=== i2c_target_responder ===
===== src/rtl/i2c_target_pkg.sv =====
// rtl/i2c_target_pkg.sv - shared state encoding and bus constants for the I2C target
package i2c_target_pkg;

   typedef enum logic [3:0] {
      IDLE,
      ADDR,
      ADDR_ACK,
      PTR,
      PTR_ACK,
      WR_DATA,
      WR_ACK,
      RD_DATA,
      RD_ACK,
      WAIT_STOP,
      IGNORE
   } state_t;

   localparam logic I2C_ACK  = 1'b0;
   localparam logic I2C_NACK = 1'b1;

endpackage


===== src/rtl/i2c_bus_sync_edge.sv =====
// rtl/i2c_bus_sync_edge.sv - SCL/SDA synchronizer with edge and START/STOP detection
module i2c_bus_sync_edge #(
   parameter int SYNC_STAGES = 2
) (
   input  logic clk,
   input  logic rst,
   input  logic scl_in,
   input  logic sda_in,
   output logic scl_rise,
   output logic scl_fall,
   output logic start_det,
   output logic stop_det,
   output logic sda_s
);

   logic [SYNC_STAGES-1:0] scl_sync;
   logic [SYNC_STAGES-1:0] sda_sync;
   logic                   scl_s;
   logic                   scl_d;
   logic                   sda_d;

   // Idle bus level is high, so every stage resets to 1 to avoid phantom edges.
   always_ff @(posedge clk) begin
      if (rst) begin
         scl_sync <= '1;
         sda_sync <= '1;
         scl_d    <= 1'b1;
         sda_d    <= 1'b1;
      end else begin
         scl_sync <= {scl_sync[SYNC_STAGES-2:0], scl_in};
         sda_sync <= {sda_sync[SYNC_STAGES-2:0], sda_in};
         scl_d    <= scl_s;
         sda_d    <= sda_s;
      end
   end

   assign scl_s     = scl_sync[SYNC_STAGES-1];
   assign sda_s     = sda_sync[SYNC_STAGES-1];
   assign scl_rise  = scl_s & ~scl_d;
   assign scl_fall  = ~scl_s & scl_d;
   assign start_det = scl_s & scl_d & sda_d & ~sda_s;
   assign stop_det  = scl_s & scl_d & ~sda_d & sda_s;

endmodule


===== src/rtl/i2c_target_responder.sv =====
// rtl/i2c_target_responder.sv - I2C target with auto-incrementing byte register file
module i2c_target_responder
   import i2c_target_pkg::*;
#(
   parameter logic [6:0] TARGET_ADDR = 7'h50,
   parameter int         NUM_REGS    = 8,
   parameter int         SYNC_STAGES = 2
) (
   input  logic                        PCLK,
   input  logic                        PRESET,
   input  logic                        SCL_result,
   input  logic                        SDA_result,
   output logic                        SCL_drive,
   output logic                        SDA_drive,
   output logic                        wr_valid,
   output logic [$clog2(NUM_REGS)-1:0] wr_index,
   output logic [7:0]                  wr_data,
   output logic                        busy,
   output logic                        nack_seen
);

   localparam int IW = $clog2(NUM_REGS);

   state_t          state;
   logic [3:0]      bit_cnt;
   logic [7:0]      shift;
   logic [7:0]      rx_byte;
   logic [IW-1:0]   pointer;
   logic            rw;
   logic            ack_phase;
   logic            sda_drv;
   logic [7:0]      regs [NUM_REGS];

   logic scl_rise;
   logic scl_fall;
   logic start_det;
   logic stop_det;
   logic sda_s;

   i2c_bus_sync_edge #(
      .SYNC_STAGES(SYNC_STAGES)
   ) u_sync (
      .clk      (PCLK),
      .rst      (PRESET),
      .scl_in   (SCL_result),
      .sda_in   (SDA_result),
      .scl_rise (scl_rise),
      .scl_fall (scl_fall),
      .start_det(start_det),
      .stop_det (stop_det),
      .sda_s    (sda_s)
   );

   assign rx_byte   = {shift[6:0], sda_s};
   assign SDA_drive = sda_drv;
   assign SCL_drive = 1'b1;

   always_ff @(posedge PCLK) begin
      if (PRESET) begin
         state     <= IDLE;
         bit_cnt   <= '0;
         shift     <= '0;
         pointer   <= '0;
         rw        <= 1'b0;
         ack_phase <= 1'b0;
         sda_drv   <= 1'b1;
         busy      <= 1'b0;
         wr_valid  <= 1'b0;
         wr_index  <= '0;
         wr_data   <= '0;
         nack_seen <= 1'b0;
         for (int i = 0; i < NUM_REGS; i++) regs[i] <= 8'h00;
      end else begin
         wr_valid  <= 1'b0;
         nack_seen <= 1'b0;
         if (start_det) begin
            state     <= ADDR;
            bit_cnt   <= '0;
            ack_phase <= 1'b0;
            sda_drv   <= 1'b1;
            busy      <= 1'b0;
         end else if (stop_det) begin
            state     <= IDLE;
            ack_phase <= 1'b0;
            sda_drv   <= 1'b1;
            busy      <= 1'b0;
         end else begin
            case (state)
               ADDR, PTR, WR_DATA: begin
                  if (scl_rise) begin
                     shift   <= rx_byte;
                     bit_cnt <= bit_cnt + 4'd1;
                     if (bit_cnt == 4'd7) begin
                        bit_cnt <= '0;
                        case (state)
                           ADDR: begin
                              if (rx_byte[7:1] == TARGET_ADDR) begin
                                 state <= ADDR_ACK;
                                 busy  <= 1'b1;
                                 rw    <= rx_byte[0];
                              end else begin
                                 state <= IGNORE;
                              end
                           end
                           PTR:     begin
                              pointer <= rx_byte[IW-1:0];
                              state   <= PTR_ACK;
                           end
                           default: state <= WR_ACK;
                        endcase
                     end
                  end
               end

               // First SCL fall starts the ACK low, second one ends it and hands off.
               ADDR_ACK, PTR_ACK, WR_ACK: begin
                  if (scl_fall) begin
                     if (!ack_phase) begin
                        sda_drv   <= I2C_ACK;
                        ack_phase <= 1'b1;
                     end else begin
                        ack_phase <= 1'b0;
                        sda_drv   <= I2C_NACK;
                        if (state == ADDR_ACK && rw) begin
                           state   <= RD_DATA;
                           bit_cnt <= '0;
                           sda_drv <= regs[pointer][7];
                           shift   <= {regs[pointer][6:0], 1'b1};
                        end else if (state == ADDR_ACK) begin
                           state <= PTR;
                        end else if (state == PTR_ACK) begin
                           state <= WR_DATA;
                        end else begin
                           regs[pointer] <= shift;
                           wr_valid      <= 1'b1;
                           wr_index      <= pointer;
                           wr_data       <= shift;
                           pointer       <= pointer + IW'(1);
                           state         <= WR_DATA;
                        end
                     end
                  end
               end

               RD_DATA: begin
                  if (scl_rise) begin
                     if (sda_drv && !sda_s) state <= WAIT_STOP;
                     else bit_cnt <= bit_cnt + 4'd1;
                  end else if (scl_fall) begin
                     if (bit_cnt == 4'd8) begin
                        sda_drv <= I2C_NACK;
                        bit_cnt <= '0;
                        state   <= RD_ACK;
                     end else begin
                        sda_drv <= shift[7];
                        shift   <= {shift[6:0], 1'b1};
                     end
                  end
               end

               RD_ACK: begin
                  if (scl_rise && !ack_phase) begin
                     if (sda_s == I2C_ACK) begin
                        pointer   <= pointer + IW'(1);
                        ack_phase <= 1'b1;
                     end else begin
                        nack_seen <= 1'b1;
                        state     <= WAIT_STOP;
                     end
                  end else if (scl_fall && ack_phase) begin
                     ack_phase <= 1'b0;
                     state     <= RD_DATA;
                     bit_cnt   <= '0;
                     sda_drv   <= regs[pointer][7];
                     shift     <= {regs[pointer][6:0], 1'b1};
                  end
               end

               default: ;
            endcase
         end
      end
   end

endmodule

===== config.mk =====
export PLATFORM = sky130hd
export DESIGN_NAME = i2c_target_responder
export DESIGN_NICKNAME = d
export VERILOG_FILES = /design/src/rtl/i2c_target_pkg.sv /design/src/rtl/i2c_bus_sync_edge.sv /design/src/rtl/i2c_target_responder.sv
export SDC_FILE = /design/constraint.sdc
export NUM_CORES = 1
export LEC_CHECK = 0
export CAP_MARGIN = 5
export CORE_UTILIZATION = 66
export DETAILED_ROUTE_END_ITERATION = 16
export PLACE_DENSITY_LB_ADDON = 0.12
export SYNTH_ARGS = -nofsm -noshare
export SYNTH_HDL_FRONTEND = slang
export SYNTH_SLANG_ARGS = --single-unit
export TNS_END_PERCENT = 50

===== constraint.sdc =====
create_clock -name PCLK -period 6.5 [get_ports PCLK]
set_input_delay 0.975 -clock PCLK [delete_from_list [all_inputs] [get_ports PCLK]]
set_output_delay 0.975 -clock PCLK [all_outputs]
set_load 0.05 [all_outputs]

=== led_display_scan_flat ===
`src/rtl/led_display_scan_if.sv`:
```
// Bundle of segment-pattern inputs and pin outputs for the display scan driver.
// The master side is the user logic that provides patterns and observes the pins.
// The slave side is the scan driver.
interface led_display_scan_if #(
    parameter int NUM = 4
);
    logic [NUM-1:0][7:0] led_in;
    logic [7:0]          led_display_seg;
    logic [NUM-1:0]      led_display_sel;

    modport master (
        output led_in,
        input  led_display_seg,
        input  led_display_sel
    );

    modport slave (
        input  led_in,
        output led_display_seg,
        output led_display_sel
    );
endinterface

```
`src/rtl/led_display_scan.sv`:
```
// Time-multiplexed scan driver for a NUM-digit, 8-segment display.
// The driver lights one digit at a time. Each digit stays lit for CLK_CYCLE clocks.
// seg and sel are registered together, so a digit and its pattern always change on the same edge.
// The NUM parameter must match the NUM of the connected interface.
module led_display_scan #(
    parameter int   NUM          = 4,
    parameter logic VALID_SIGNAL = 1'b0,
    parameter int   CLK_CYCLE    = 1000
) (
    input  logic              clk,
    input  logic              rstn,
    led_display_scan_if.slave bus
);

    localparam int CNT_W = (CLK_CYCLE > 1) ? $clog2(CLK_CYCLE) : 1;
    localparam int IDX_W = (NUM > 1) ? $clog2(NUM) : 1;

    localparam logic [CNT_W-1:0] CNT_LAST = CNT_W'(CLK_CYCLE - 1);
    localparam logic [IDX_W-1:0] IDX_LAST = IDX_W'(NUM - 1);

    // The XOR mask is all ones for active-low boards and all zeros for active-high boards.
    // The same mask is also the "everything off" level.
    localparam logic [7:0]     SEG_OFF = {8{~VALID_SIGNAL}};
    localparam logic [NUM-1:0] SEL_OFF = {NUM{~VALID_SIGNAL}};

    logic [CNT_W-1:0] dwell_cnt;
    logic [IDX_W-1:0] digit_idx;
    logic             dwell_done;
    logic [NUM-1:0]   sel_nxt;
    logic [7:0]       seg_nxt;
    logic [NUM-1:0]   sel_q;
    logic [7:0]       seg_q;

    assign dwell_done = (dwell_cnt == CNT_LAST);

    // Dwell counter: counts 0..CLK_CYCLE-1, then wraps.
    // With CLK_CYCLE=1, the counter stays at 0 and every cycle is a wrap.
    always_ff @(posedge clk or negedge rstn) begin
        if (!rstn) begin
            dwell_cnt <= '0;
        end else if (dwell_done) begin
            dwell_cnt <= '0;
        end else begin
            dwell_cnt <= dwell_cnt + CNT_W'(1);
        end
    end

    // Digit index: advances at the end of each dwell period and wraps after the last digit.
    always_ff @(posedge clk or negedge rstn) begin
        if (!rstn) begin
            digit_idx <= '0;
        end else if (dwell_done) begin
            if (digit_idx == IDX_LAST) begin
                digit_idx <= '0;
            end else begin
                digit_idx <= digit_idx + IDX_W'(1);
            end
        end
    end

    // Decode the index into a one-hot select and pick the live pattern.
    // Both are then mapped to the board's active level.
    always_comb begin
        sel_nxt = '0;
        seg_nxt = '0;
        for (int i = 0; i < NUM; i++) begin
            if (digit_idx == IDX_W'(i)) begin
                sel_nxt[i] = 1'b1;
                seg_nxt    = bus.led_in[i];
            end
        end
        sel_nxt = sel_nxt ^ SEL_OFF;
        seg_nxt = seg_nxt ^ SEG_OFF;
    end

    // Output registers: on reset all outputs are inactive.
    // After reset they follow the decoded digit with one cycle of latency.
    always_ff @(posedge clk or negedge rstn) begin
        if (!rstn) begin
            sel_q <= SEL_OFF;
            seg_q <= SEG_OFF;
        end else begin
            sel_q <= sel_nxt;
            seg_q <= seg_nxt;
        end
    end

    assign bus.led_display_sel = sel_q;
    assign bus.led_display_seg = seg_q;

endmodule

```
`src/flat_wrapper.sv`:
```
// flat-port wrapper written by rule: the top's interface ports become plain ports
module led_display_scan_flat 
#(
    parameter int   NUM          = 4,
    parameter logic VALID_SIGNAL = 1'b0,
    parameter int   CLK_CYCLE    = 1000
)
  (clk, rstn, bus_led_in, bus_led_display_seg, bus_led_display_sel);
  led_display_scan_if #(.NUM(NUM)) bus_i ();
  input  logic clk;
  input  logic rstn;
  input wire logic [$bits(bus_i.led_in)-1:0] bus_led_in;
  output wire logic [$bits(bus_i.led_display_seg)-1:0] bus_led_display_seg;
  output wire logic [$bits(bus_i.led_display_sel)-1:0] bus_led_display_sel;
  assign bus_i.led_in = bus_led_in;
  assign bus_led_display_seg = bus_i.led_display_seg;
  assign bus_led_display_sel = bus_i.led_display_sel;
  led_display_scan #(.NUM(NUM), .VALID_SIGNAL(VALID_SIGNAL), .CLK_CYCLE(CLK_CYCLE)) u_core (.clk(clk), .rstn(rstn), .bus(bus_i));
endmodule
```
`config.mk`:
```
export PLATFORM = sky130hd
export DESIGN_NAME = led_display_scan_flat
export DESIGN_NICKNAME = d
export VERILOG_FILES = /design/src/rtl/led_display_scan_if.sv /design/src/rtl/led_display_scan.sv /design/src/flat_wrapper.sv
export SDC_FILE = /design/constraint.sdc
export NUM_CORES = 1
export LEC_CHECK = 0
export ABC_AREA = 1
export CAP_MARGIN = 20
export CORE_MARGIN = 3
export CORE_UTILIZATION = 45
export DETAILED_ROUTE_END_ITERATION = 6
export PLACE_DENSITY = 0.8
export SKIP_CTS_REPAIR_TIMING = 1
export SLEW_MARGIN = 20
export SYNTH_ARGS = -nofsm -noshare
export SYNTH_HDL_FRONTEND = slang
export SYNTH_SLANG_ARGS = --single-unit
```
`constraint.sdc`:
```
create_clock -name clk -period 2.6 [get_ports clk]
set_clock_uncertainty 0.05 [all_clocks]
set_input_delay 0.39 -clock clk [delete_from_list [all_inputs] [get_ports clk]]
set_output_delay 0.39 -clock clk [all_outputs]
set_load 0.05 [all_outputs]
```
=== array_ctrl ===
File: src/rtl/array_ctrl_pkg.sv
// ============================================================================
// Module   : array_ctrl_pkg
// Brief    : Shared types, default sizes and phase-length helpers for the
//            systolic-array sequencer.
// Revision : 1.0 - initial release
// ============================================================================
`default_nettype none

package array_ctrl_pkg;

    // Default array geometry and reduction limit
    localparam int ARR_HEIGHT = 12;
    localparam int ARR_WIDTH  = 14;
    localparam int ARR_KMAX   = 1024;

    // Width of the reduction-length port and of the phase counter
    localparam int KW = $clog2(ARR_KMAX + 1);
    localparam int CW = $clog2(ARR_KMAX + ARR_HEIGHT + ARR_WIDTH + 1);

    // Sequencer states
    typedef enum logic [2:0] {
        IDLE    = 3'd0,
        LOAD_W  = 3'd1,
        COMPUTE = 3'd2,
        DRAIN   = 3'd3,
        DONE    = 3'd4
    } state_t;

    // Weight load: one cycle per row so the weights ripple down every row
    function automatic int load_len(input int height);
        return height;
    endfunction

    // Input streaming: k values per row, plus the row skew of the last row
    function automatic int compute_len(input int k, input int height);
        return k + height - 1;
    endfunction

    // Output drain: HEIGHT results per column, plus the column skew
    function automatic int drain_len(input int width, input int height);
        return width + height - 1;
    endfunction

endpackage

`default_nettype wire

File: src/rtl/array_ctrl_skew.sv
// ============================================================================
// Module   : array_ctrl_skew
// Brief    : Skewed window decoder. Lane i is enabled while
//            i <= c < i + len and flagged as first on c == i.
// Revision : 1.0 - initial release
// ============================================================================
`default_nettype none

module array_ctrl_skew #(
    parameter int N  = 12,
    parameter int CW = 11
) (
    input  logic [CW-1:0] c,
    input  logic [CW-1:0] len,
    input  logic          gate,
    output logic [N-1:0]  win,
    output logic [N-1:0]  first
);

    // One comparator pair per lane; lane offset equals its index
    generate
        for (genvar i = 0; i < N; i++) begin : g_lane
            localparam logic [CW-1:0] c_idx = CW'(i);
            assign win[i]   = gate && (c >= c_idx) && (c < (c_idx + len));
            assign first[i] = gate && (c == c_idx);
        end
    endgenerate

endmodule

`default_nettype wire

File: src/rtl/array_ctrl.sv
// ============================================================================
// Module   : array_ctrl
// Brief    : Tile sequencer for the weight-stationary systolic array.
//            Per accepted start: weight load, skewed input streaming,
//            skewed output drain, then a one-cycle done pulse.
// Revision : 1.0 - initial release
// ============================================================================
`default_nettype none

module array_ctrl #(
    parameter int HEIGHT = array_ctrl_pkg::ARR_HEIGHT,
    parameter int WIDTH  = array_ctrl_pkg::ARR_WIDTH,
    parameter int KMAX   = array_ctrl_pkg::ARR_KMAX,
    parameter int KW     = $clog2(KMAX + 1),
    parameter int CW     = $clog2(KMAX + HEIGHT + WIDTH + 1)
) (
    input  logic              clk,
    input  logic              rst_n,
    input  logic              start,
    input  logic [KW-1:0]     k_len,
    input  logic              stall,
    input  logic              abort,
    output logic              ready,
    output logic              busy,
    output logic              done,
    output logic              cfg_err,
    output logic [WIDTH-1:0]  en_w,
    output logic [WIDTH-1:0]  clr_w,
    output logic [HEIGHT-1:0] en_i,
    output logic [HEIGHT-1:0] clr_i,
    output logic [WIDTH-1:0]  en_o,
    output logic [WIDTH-1:0]  clr_o
);

    import array_ctrl_pkg::*;

    state_t          state_q, state_d;
    logic [CW-1:0]   c_q, c_d;
    logic [KW-1:0]   k_q, k_d;
    logic            cfg_err_q, cfg_err_d;

    logic [CW-1:0]   w_last;
    logic            w_phase_end;
    logic            w_gate_w;
    logic            w_gate_i;
    logic            w_gate_o;

    // Last counter value of the current phase
    always_comb begin
        w_last = '0;
        case (state_q)
            LOAD_W:  w_last = CW'(load_len(HEIGHT) - 1);
            COMPUTE: w_last = CW'(compute_len(32'(k_q), HEIGHT) - 1);
            DRAIN:   w_last = CW'(drain_len(WIDTH, HEIGHT) - 1);
            default: w_last = '0;
        endcase
    end

    assign w_phase_end = (c_q == w_last);

    // Next-state, counter, tile length and config-error decode
    always_comb begin
        state_d   = state_q;
        c_d       = c_q;
        k_d       = k_q;
        cfg_err_d = 1'b0;
        case (state_q)
            IDLE: begin
                if (start) begin
                    if (k_len != '0) begin
                        k_d     = k_len;
                        state_d = LOAD_W;
                        c_d     = '0;
                    end else begin
                        cfg_err_d = 1'b1;
                    end
                end
            end
            LOAD_W, COMPUTE, DRAIN: begin
                // abort outranks both stall and phase completion
                if (abort) begin
                    state_d = IDLE;
                    c_d     = '0;
                end else if (!stall) begin
                    if (w_phase_end) begin
                        c_d = '0;
                        case (state_q)
                            LOAD_W:  state_d = COMPUTE;
                            COMPUTE: state_d = DRAIN;
                            default: state_d = DONE;
                        endcase
                    end else begin
                        c_d = c_q + 1'b1;
                    end
                end
            end
            DONE: begin
                state_d = IDLE;
                c_d     = '0;
            end
            default: begin
                state_d = IDLE;
                c_d     = '0;
            end
        endcase
    end

    // State, counter and captured tile length registers
    always_ff @(posedge clk or negedge rst_n) begin
        if (!rst_n) begin
            state_q   <= IDLE;
            c_q       <= '0;
            k_q       <= '0;
            cfg_err_q <= 1'b0;
        end else begin
            state_q   <= state_d;
            c_q       <= c_d;
            k_q       <= k_d;
            cfg_err_q <= cfg_err_d;
        end
    end

    // Status outputs
    assign ready   = (state_q == IDLE);
    assign busy    = (state_q != IDLE);
    assign done    = (state_q == DONE);
    assign cfg_err = cfg_err_q;

    // A stall blanks every enable and clear; since c holds, a pending clear
    // reappears with its enable on the first unstalled cycle.
    assign w_gate_w = (state_q == LOAD_W)  && !stall;
    assign w_gate_i = (state_q == COMPUTE) && !stall;
    assign w_gate_o = (state_q == DRAIN)   && !stall;

    assign en_w  = {WIDTH{w_gate_w}};
    assign clr_w = {WIDTH{w_gate_w && (c_q == '0)}};

    array_ctrl_skew #(
        .N  (HEIGHT),
        .CW (CW)
    ) u_skew_i (
        .c     (c_q),
        .len   (CW'(k_q)),
        .gate  (w_gate_i),
        .win   (en_i),
        .first (clr_i)
    );

    array_ctrl_skew #(
        .N  (WIDTH),
        .CW (CW)
    ) u_skew_o (
        .c     (c_q),
        .len   (CW'(HEIGHT)),
        .gate  (w_gate_o),
        .win   (en_o),
        .first (clr_o)
    );

endmodule

`default_nettype wire

File: config.mk
export PLATFORM = sky130hd
export DESIGN_NAME = array_ctrl
export DESIGN_NICKNAME = d
export VERILOG_FILES = /design/src/rtl/array_ctrl_pkg.sv /design/src/rtl/array_ctrl_skew.sv /design/src/rtl/array_ctrl.sv
export SDC_FILE = /design/constraint.sdc
export NUM_CORES = 1
export LEC_CHECK = 0
export ABC_AREA = 1
export ABC_CLOCK_PERIOD_IN_PS = 3550
export CELL_PAD_IN_SITES_DETAIL_PLACEMENT = 0
export CELL_PAD_IN_SITES_GLOBAL_PLACEMENT = 1
export CORE_MARGIN = 2
export CORE_UTILIZATION = 40
export CTS_BUF_LIST = sky130_fd_sc_hd__clkbuf_4 sky130_fd_sc_hd__clkbuf_8
export DETAILED_ROUTE_END_ITERATION = 8
export PLACE_DENSITY = 0.77
export SLEW_MARGIN = 20
export SYNTH_ARGS = -nofsm -noshare
export SYNTH_HDL_FRONTEND = slang
export SYNTH_HIERARCHICAL = 1
export SYNTH_SLANG_ARGS = --single-unit
File: constraint.sdc
create_clock -name clk -period 3.55 [get_ports clk]
set_input_delay 0.355 -clock clk [delete_from_list [all_inputs] [get_ports clk]]
set_output_delay 0.355 -clock clk [all_outputs]
set_load 0.01 [all_outputs]

==> gallery <==
Cell classes on the final placement.
shot_01.png
Bar = 20 um.
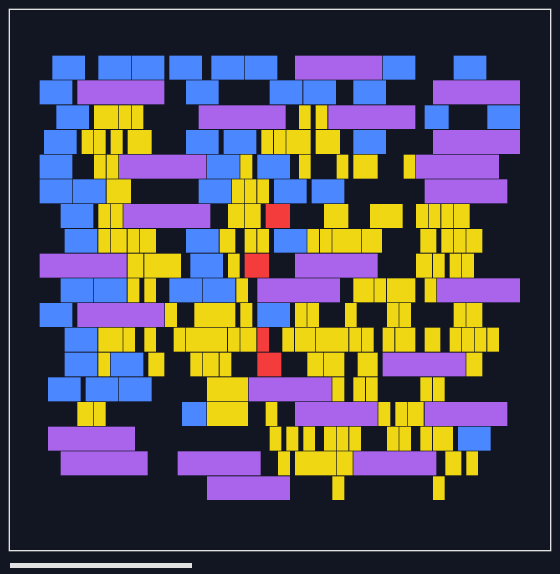
shot_02.png
Bar = 50 um.
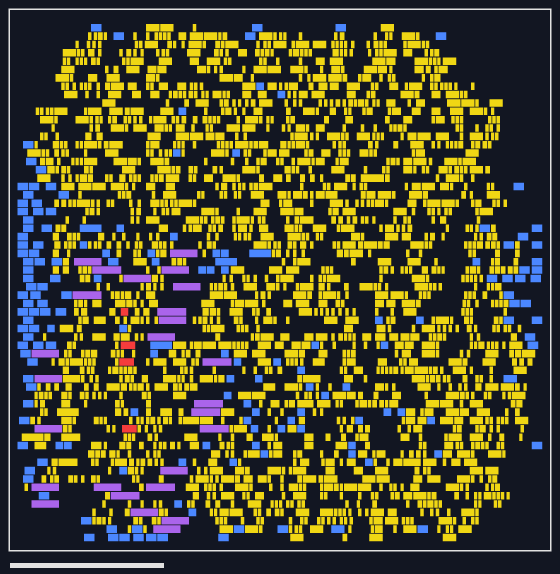
shot_03.png
Bar = 20 um.
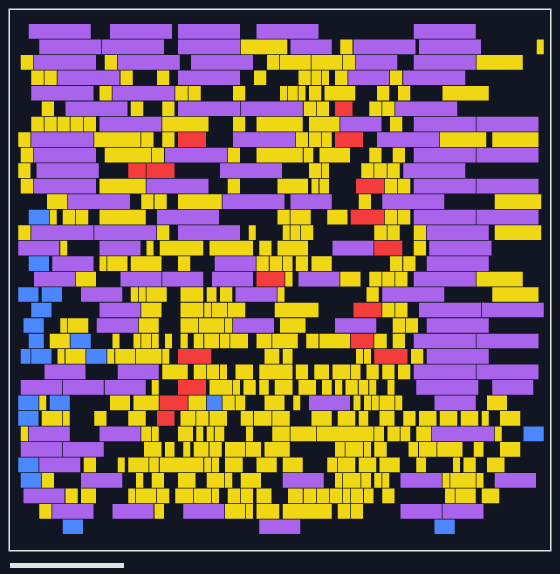
- lowest utilization: shot_02.png
- fewest cells: shot_01.png
| picture | from |
|---|---|
| shot_02.png | array_ctrl |
| shot_01.png | led_display_scan_flat |
| shot_03.png | i2c_target_responder |

Key to shot_01.png:
colour	class	cells
purple	registers	24
red	clock drivers and dummy loads	4
yellow	remaining logic cells	131
blue	remaining buffers and delay cells	47

led_display_scan_flat/floorplan.png
Bar = 20 um. Pins as bars on the die edge.
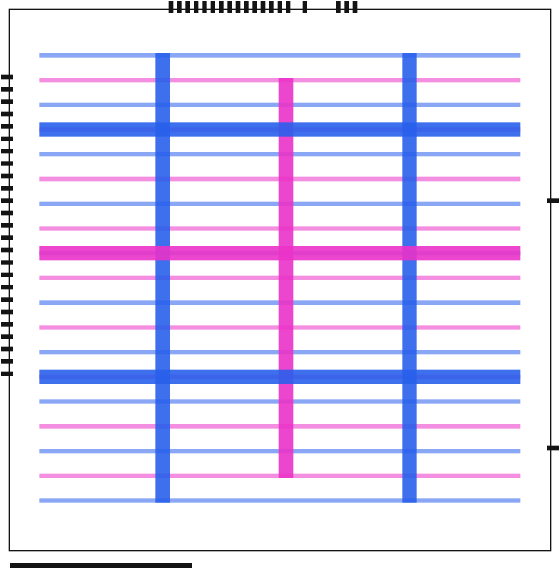
colour	net
magenta	VDD
blue	VSS
signal pins	46
met1 rails	19
met4 straps	3
rows	18
Die W: 59.4 um
Placeable Area: 2590 um^2
Die H: 59.4 um

==> impl_metrics.tcl, led_display_scan_flat <==
# collected from the flow reports
set metrics [dict create \
    status "complete, no violations" \
    yosys-top-cells-area "dfstp_2, dfrtp_1, nand2_1, nor2_1, inv_1" \
    wirelength_um 3120 \
    mostFrequentLayoutCells "clkdlybuf4s50_1, nand2_1, nor2_1" \
    dp_hpwl_um 2530 \
    path_class "register to output port" \
    io_pins 46 \
    maxCapViolations 0 \
    final_max_slew_viol_count 0 \
    pre_cts_ws_ns 0.845 \
    cp_data_required_time_ns 2.16 \
    grt_max_degree 18 \
    final_nets 246 \
    synth_nets 198 \
    ant_nets 0 \
    clock-root-buffer "clkbuf_4" \
    switching_share_pct 24.4 \
    ys_types 23 \
    avgSynthCellArea_um2 8.07 \
    cp_cell_sequence "clkdlybuf4s50_1" \
    cp.depth 1 \
    ys_area_um2 1280 \
    layout_top_cell "clkdlybuf4s50_1" \
    worstPathMaxFanout 1 \
    comb_power_share_pct 16.0 \
    yosys-top-cells-count "nand2_1, nor2_1, inv_1, dfrtp_1, dfstp_2" \
    edf_count 0 \
    placed_area_um2 1760 \
    rsz0062_at_grt "no" \
    highest_layer "met4" \
    cts_buffers 3 \
    yosys_cells 159 \
    p_leak_nw 0.867 \
    max_slew.worst_pin.slew_ns 0.733 \
    hold_viol 0 \
    reg2regPathDepth 6 \
    top_cell_area_share_pct 24.6 \
    via_per_inst 5.01 \
    p_per_area_nw_per_um2 375 \
    tns_ns 0 \
    most_common_cell "nand2_1" \
    htree_num_levels 1 \
]
-- led_display_scan_flat: cell type report --
cell class / count / share of cell area (%)
Tap cell: 30 / 2.10
Clock buffer: 4 / 1.47
Multi-Input combinational cell: 110 / 31.4
Inverter: 21 / 4.42
Timing Repair Buffer: 47 / 26.1
Sequential cell: 24 / 34.5
-- led_display_scan_flat: sequential cells by signal, summed over array words and instances, names as in the netlist --
register / count
u_core.dwell_cnt: 10
u_core.bus.led_display_seg: 8
u_core.bus.led_display_sel: 4
u_core.digit_idx: 2
-- led_display_scan_flat: cells by family after synthesis --
family	count (synthesis)	synth area share, %
flip-flops	24	48.0
XOR/XNOR	2	1.37
AND/OR/NAND/NOR	81	27.3
buffers and inverters	25	8.29
AND-OR/OR-AND	22	10.1
adder cells (fa/ha/maj)	5	4.88
-- led_display_scan_flat: power groups by stage --
stage / clock (mW) / combinational, mW / sequential, mW
3_5_place_dp: 0 / 0.107 / 0.393
6_report: 0.175 / 0.107 / 0.387
4_1_cts: 0.179 / 0.108 / 0.387
5_1_grt: 0.197 / 0.113 / 0.388
3_3_place_gp: 0 / 0.106 / 0.393
2_1_floorplan: 0 / 0.00905 / 0.417
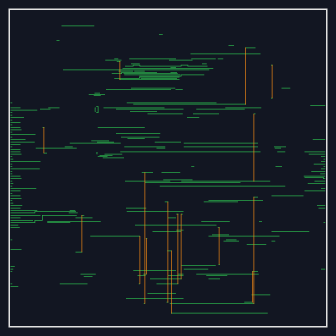
array_ctrl/layers.png
Two of the layers only.
colour	layer	wire length
green	M3	2,790 um
orange	M4	513 um
wire length per cell: 16.9 um
DR vias: 12.5k
Routed WL: 41,300 um

==> impl_metrics.tcl, array_ctrl <==
# collected from the flow reports
set metrics [dict create \
    max_stage_delay_ns 0.59 \
    grtUsageTotal_pct 26.7 \
    edf_count 0 \
    mostFrequentLayoutCells "nand2_1, ha_1, inv_1" \
    netlist_logic_family_top "simple AND/OR/NAND/NOR gates" \
    cp-start-kind "register" \
    instances_no_fill 2450 \
    postLayoutCoreUtil_pct 47.4 \
    clock_sinks 26 \
    nonClockInverterCount 236 \
    r2r_end "c_q[6]" \
    post-synth-top-area-cell "ha_1" \
    reg2regPathDepth 14 \
    worstPathMaxFanout 8 \
    initial_core_util_pct 40.9 \
    placed_area_um2 13500 \
    comb_area_um2 10100 \
    comb_share_pct 73.5 \
    cp_cell_sequence "ha_1 -> buf_4 -> nand2_1 -> o21ai_0 -> ha_1 -> nand2_1 -> inv_1 -> nand2_1 -> nand2_1 -> nand2_1 -> nand3_1 -> nor2_1 -> clkdlybuf4s50_1" \
    power_mw 5.87 \
    yosys_cells 1918 \
    clock_power_share_pct 3.3 \
    core.rowCount 62 \
    top_cell_area_share_pct 27.9 \
    ys_warn_count 6 \
    met1_length_um 20500 \
    status "complete, no violations" \
]
[array_ctrl: routing by layer]
metal	global-route usage, %	up-vias
met5	0	-
met2	42.7	365
li1	-	6364
met3	3.29	32
met4	3.58	0
met1	39.0	5750
[array_ctrl: power by group through the flow]
| stage | registers, mW | logic (mW) | clock network [mW] |
|---|---|---|---|
| final | 0.547 | 5.13 | 0.193 |
| after global routing | 0.562 | 5.73 | 0.213 |
| after CTS | 0.547 | 4.95 | 0.200 |
| after detailed placement | 0.552 | 4.92 | 0 |
| after global placement | 0.548 | 4.90 | 0 |
| after floorplan | 0.510 | 3.47 | 0 |
[array_ctrl: cell usage after synthesis, types with 5 or more instances]
cell type  number
nand4_1        32
nor2_4          8
ha_1          263
o21ai_2         9
a21oi_1        85
nand3_1       101
nor2_2         11
nand2_2        12
clkbuf_1       12
nor3_1         21
xor2_1        150
and2_1          5
buf_2          15
o21ai_0        38
nor2_1        204
buf_4          31
inv_2          17
inv_1         217
nor4_1         10
dfrtp_1        26
nand2_1       603
i2c_target_responder/clock_wires.png
Bar = 20 um.
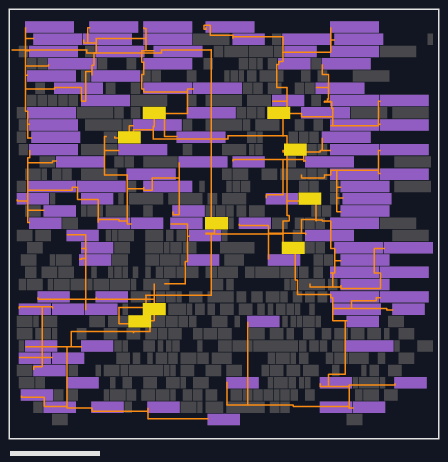
[yellow] clock-net drivers | count: 9
[purple] flip-flops | count: 109
[orange] clock wires | length: 1,140 um
flops lie	widely spread
proportion of power drawn by the clock network: 21.0%
clk ins delay skew pair: 0.37 ns
Worst Skew: 0.0175 ns
Clock net power: 411 uW

==> impl_metrics.tcl, i2c_target_responder <==
# collected from the flow reports
set metrics [dict create \
    comb_area_um2 2640 \
    regArea_um2 2820 \
    ys_area_um2 5690 \
    die_h_um 94.9 \
    max_stage_delay_ns 0.86 \
    grt_max_degree 53 \
    clock_area_share_pct 3.48 \
    postCtsSetupRepairBufs 0 \
    max_slew.worst_pin.slew_ns 1.07 \
    async_flop_share_pct 0 \
    post-synth-top-area-cell "edfxtp_1" \
    ys_seq_share_pct 49.6 \
    worstPathMaxFanout 21 \
    logic_gates 331 \
    port-buffer-count 18 \
    avgSynthCellArea_um2 11.7 \
    synth_nets 496 \
    cts_resized 0 \
    coreArea_um2 8300 \
    num-nonclk-buffers 20 \
    yosys-top-cells-area "edfxtp_1, dfxtp_1, and2_1, mux4_2, mux2i_1" \
    flop-count 109 \
    nonClockInverterCount 10 \
    setup_viol_count_final 0 \
    finish.instance_area_um2 6030 \
    antennaDiodeCount 0 \
    syn_inst 486 \
    status "complete, no violations" \
    nFillCells 545 \
    via_per_inst 6.38 \
    tap_cells 105 \
    final.setup.worst_slack_ns 3.78 \
    wl_per_cell_um 20.4 \
    cp.depth 5 \
    clock_buffers 9 \
    ys_warn_count 0 \
    r2r_slack_ns 3.78 \
    drt_iter0_markers 406 \
    ys_ff 109 \
    ff_type "edfxtp_1" \
    cts_tree "built" \
    path_class "register to register" \
]
-- i2c_target_responder: cells in the final DEF (no fill, tap or decap), types with 5 or more instances in the layout --
cell type,count
mux2_4,8
ha_1,6
nor2b_1,13
o22ai_1,7
and2_1,66
nor2_1,34
nor3_1,11
edfxtp_1,64
inv_1,10
o21ai_0,7
mux2i_1,17
nand2b_1,9
or2_2,14
mux4_2,16
a31oi_1,5
clkbuf_8,9
a21oi_1,8
clkdlybuf4s50_1,17
nand3_1,7
dfxtp_1,45
nand2_1,21
-- i2c_target_responder: flip-flops by register name, indices dropped and copies added (netlist names), 2 cells and up, named ones only --
signal and cells:
regs 64, shift 8, wr_data 8, u_sync.sda_sync 2
state 4, pointer 3, wr_index 3, u_sync.scl_sync 2
bit_cnt 4
-- i2c_target_responder: layer usage --
layer	global-route usage, %	routed length (um)	share of wire, %
met3	5.15	759	6.3
met2	45.0	5640	47
met4	7.95	200	1.7
met1	43.4	5460	45
met5	0	0	0
-- i2c_target_responder: worst paths after layout --
kind,start,endpoint
min reg2reg,u_sync.sda_sync[0],u_sync.sda_sync[1]
min,u_sync.sda_sync[0],u_sync.sda_sync[1]
max reg2reg,state[0],shift[1]
max,state[0],shift[1]

Power and IR drop assume default switching activity.
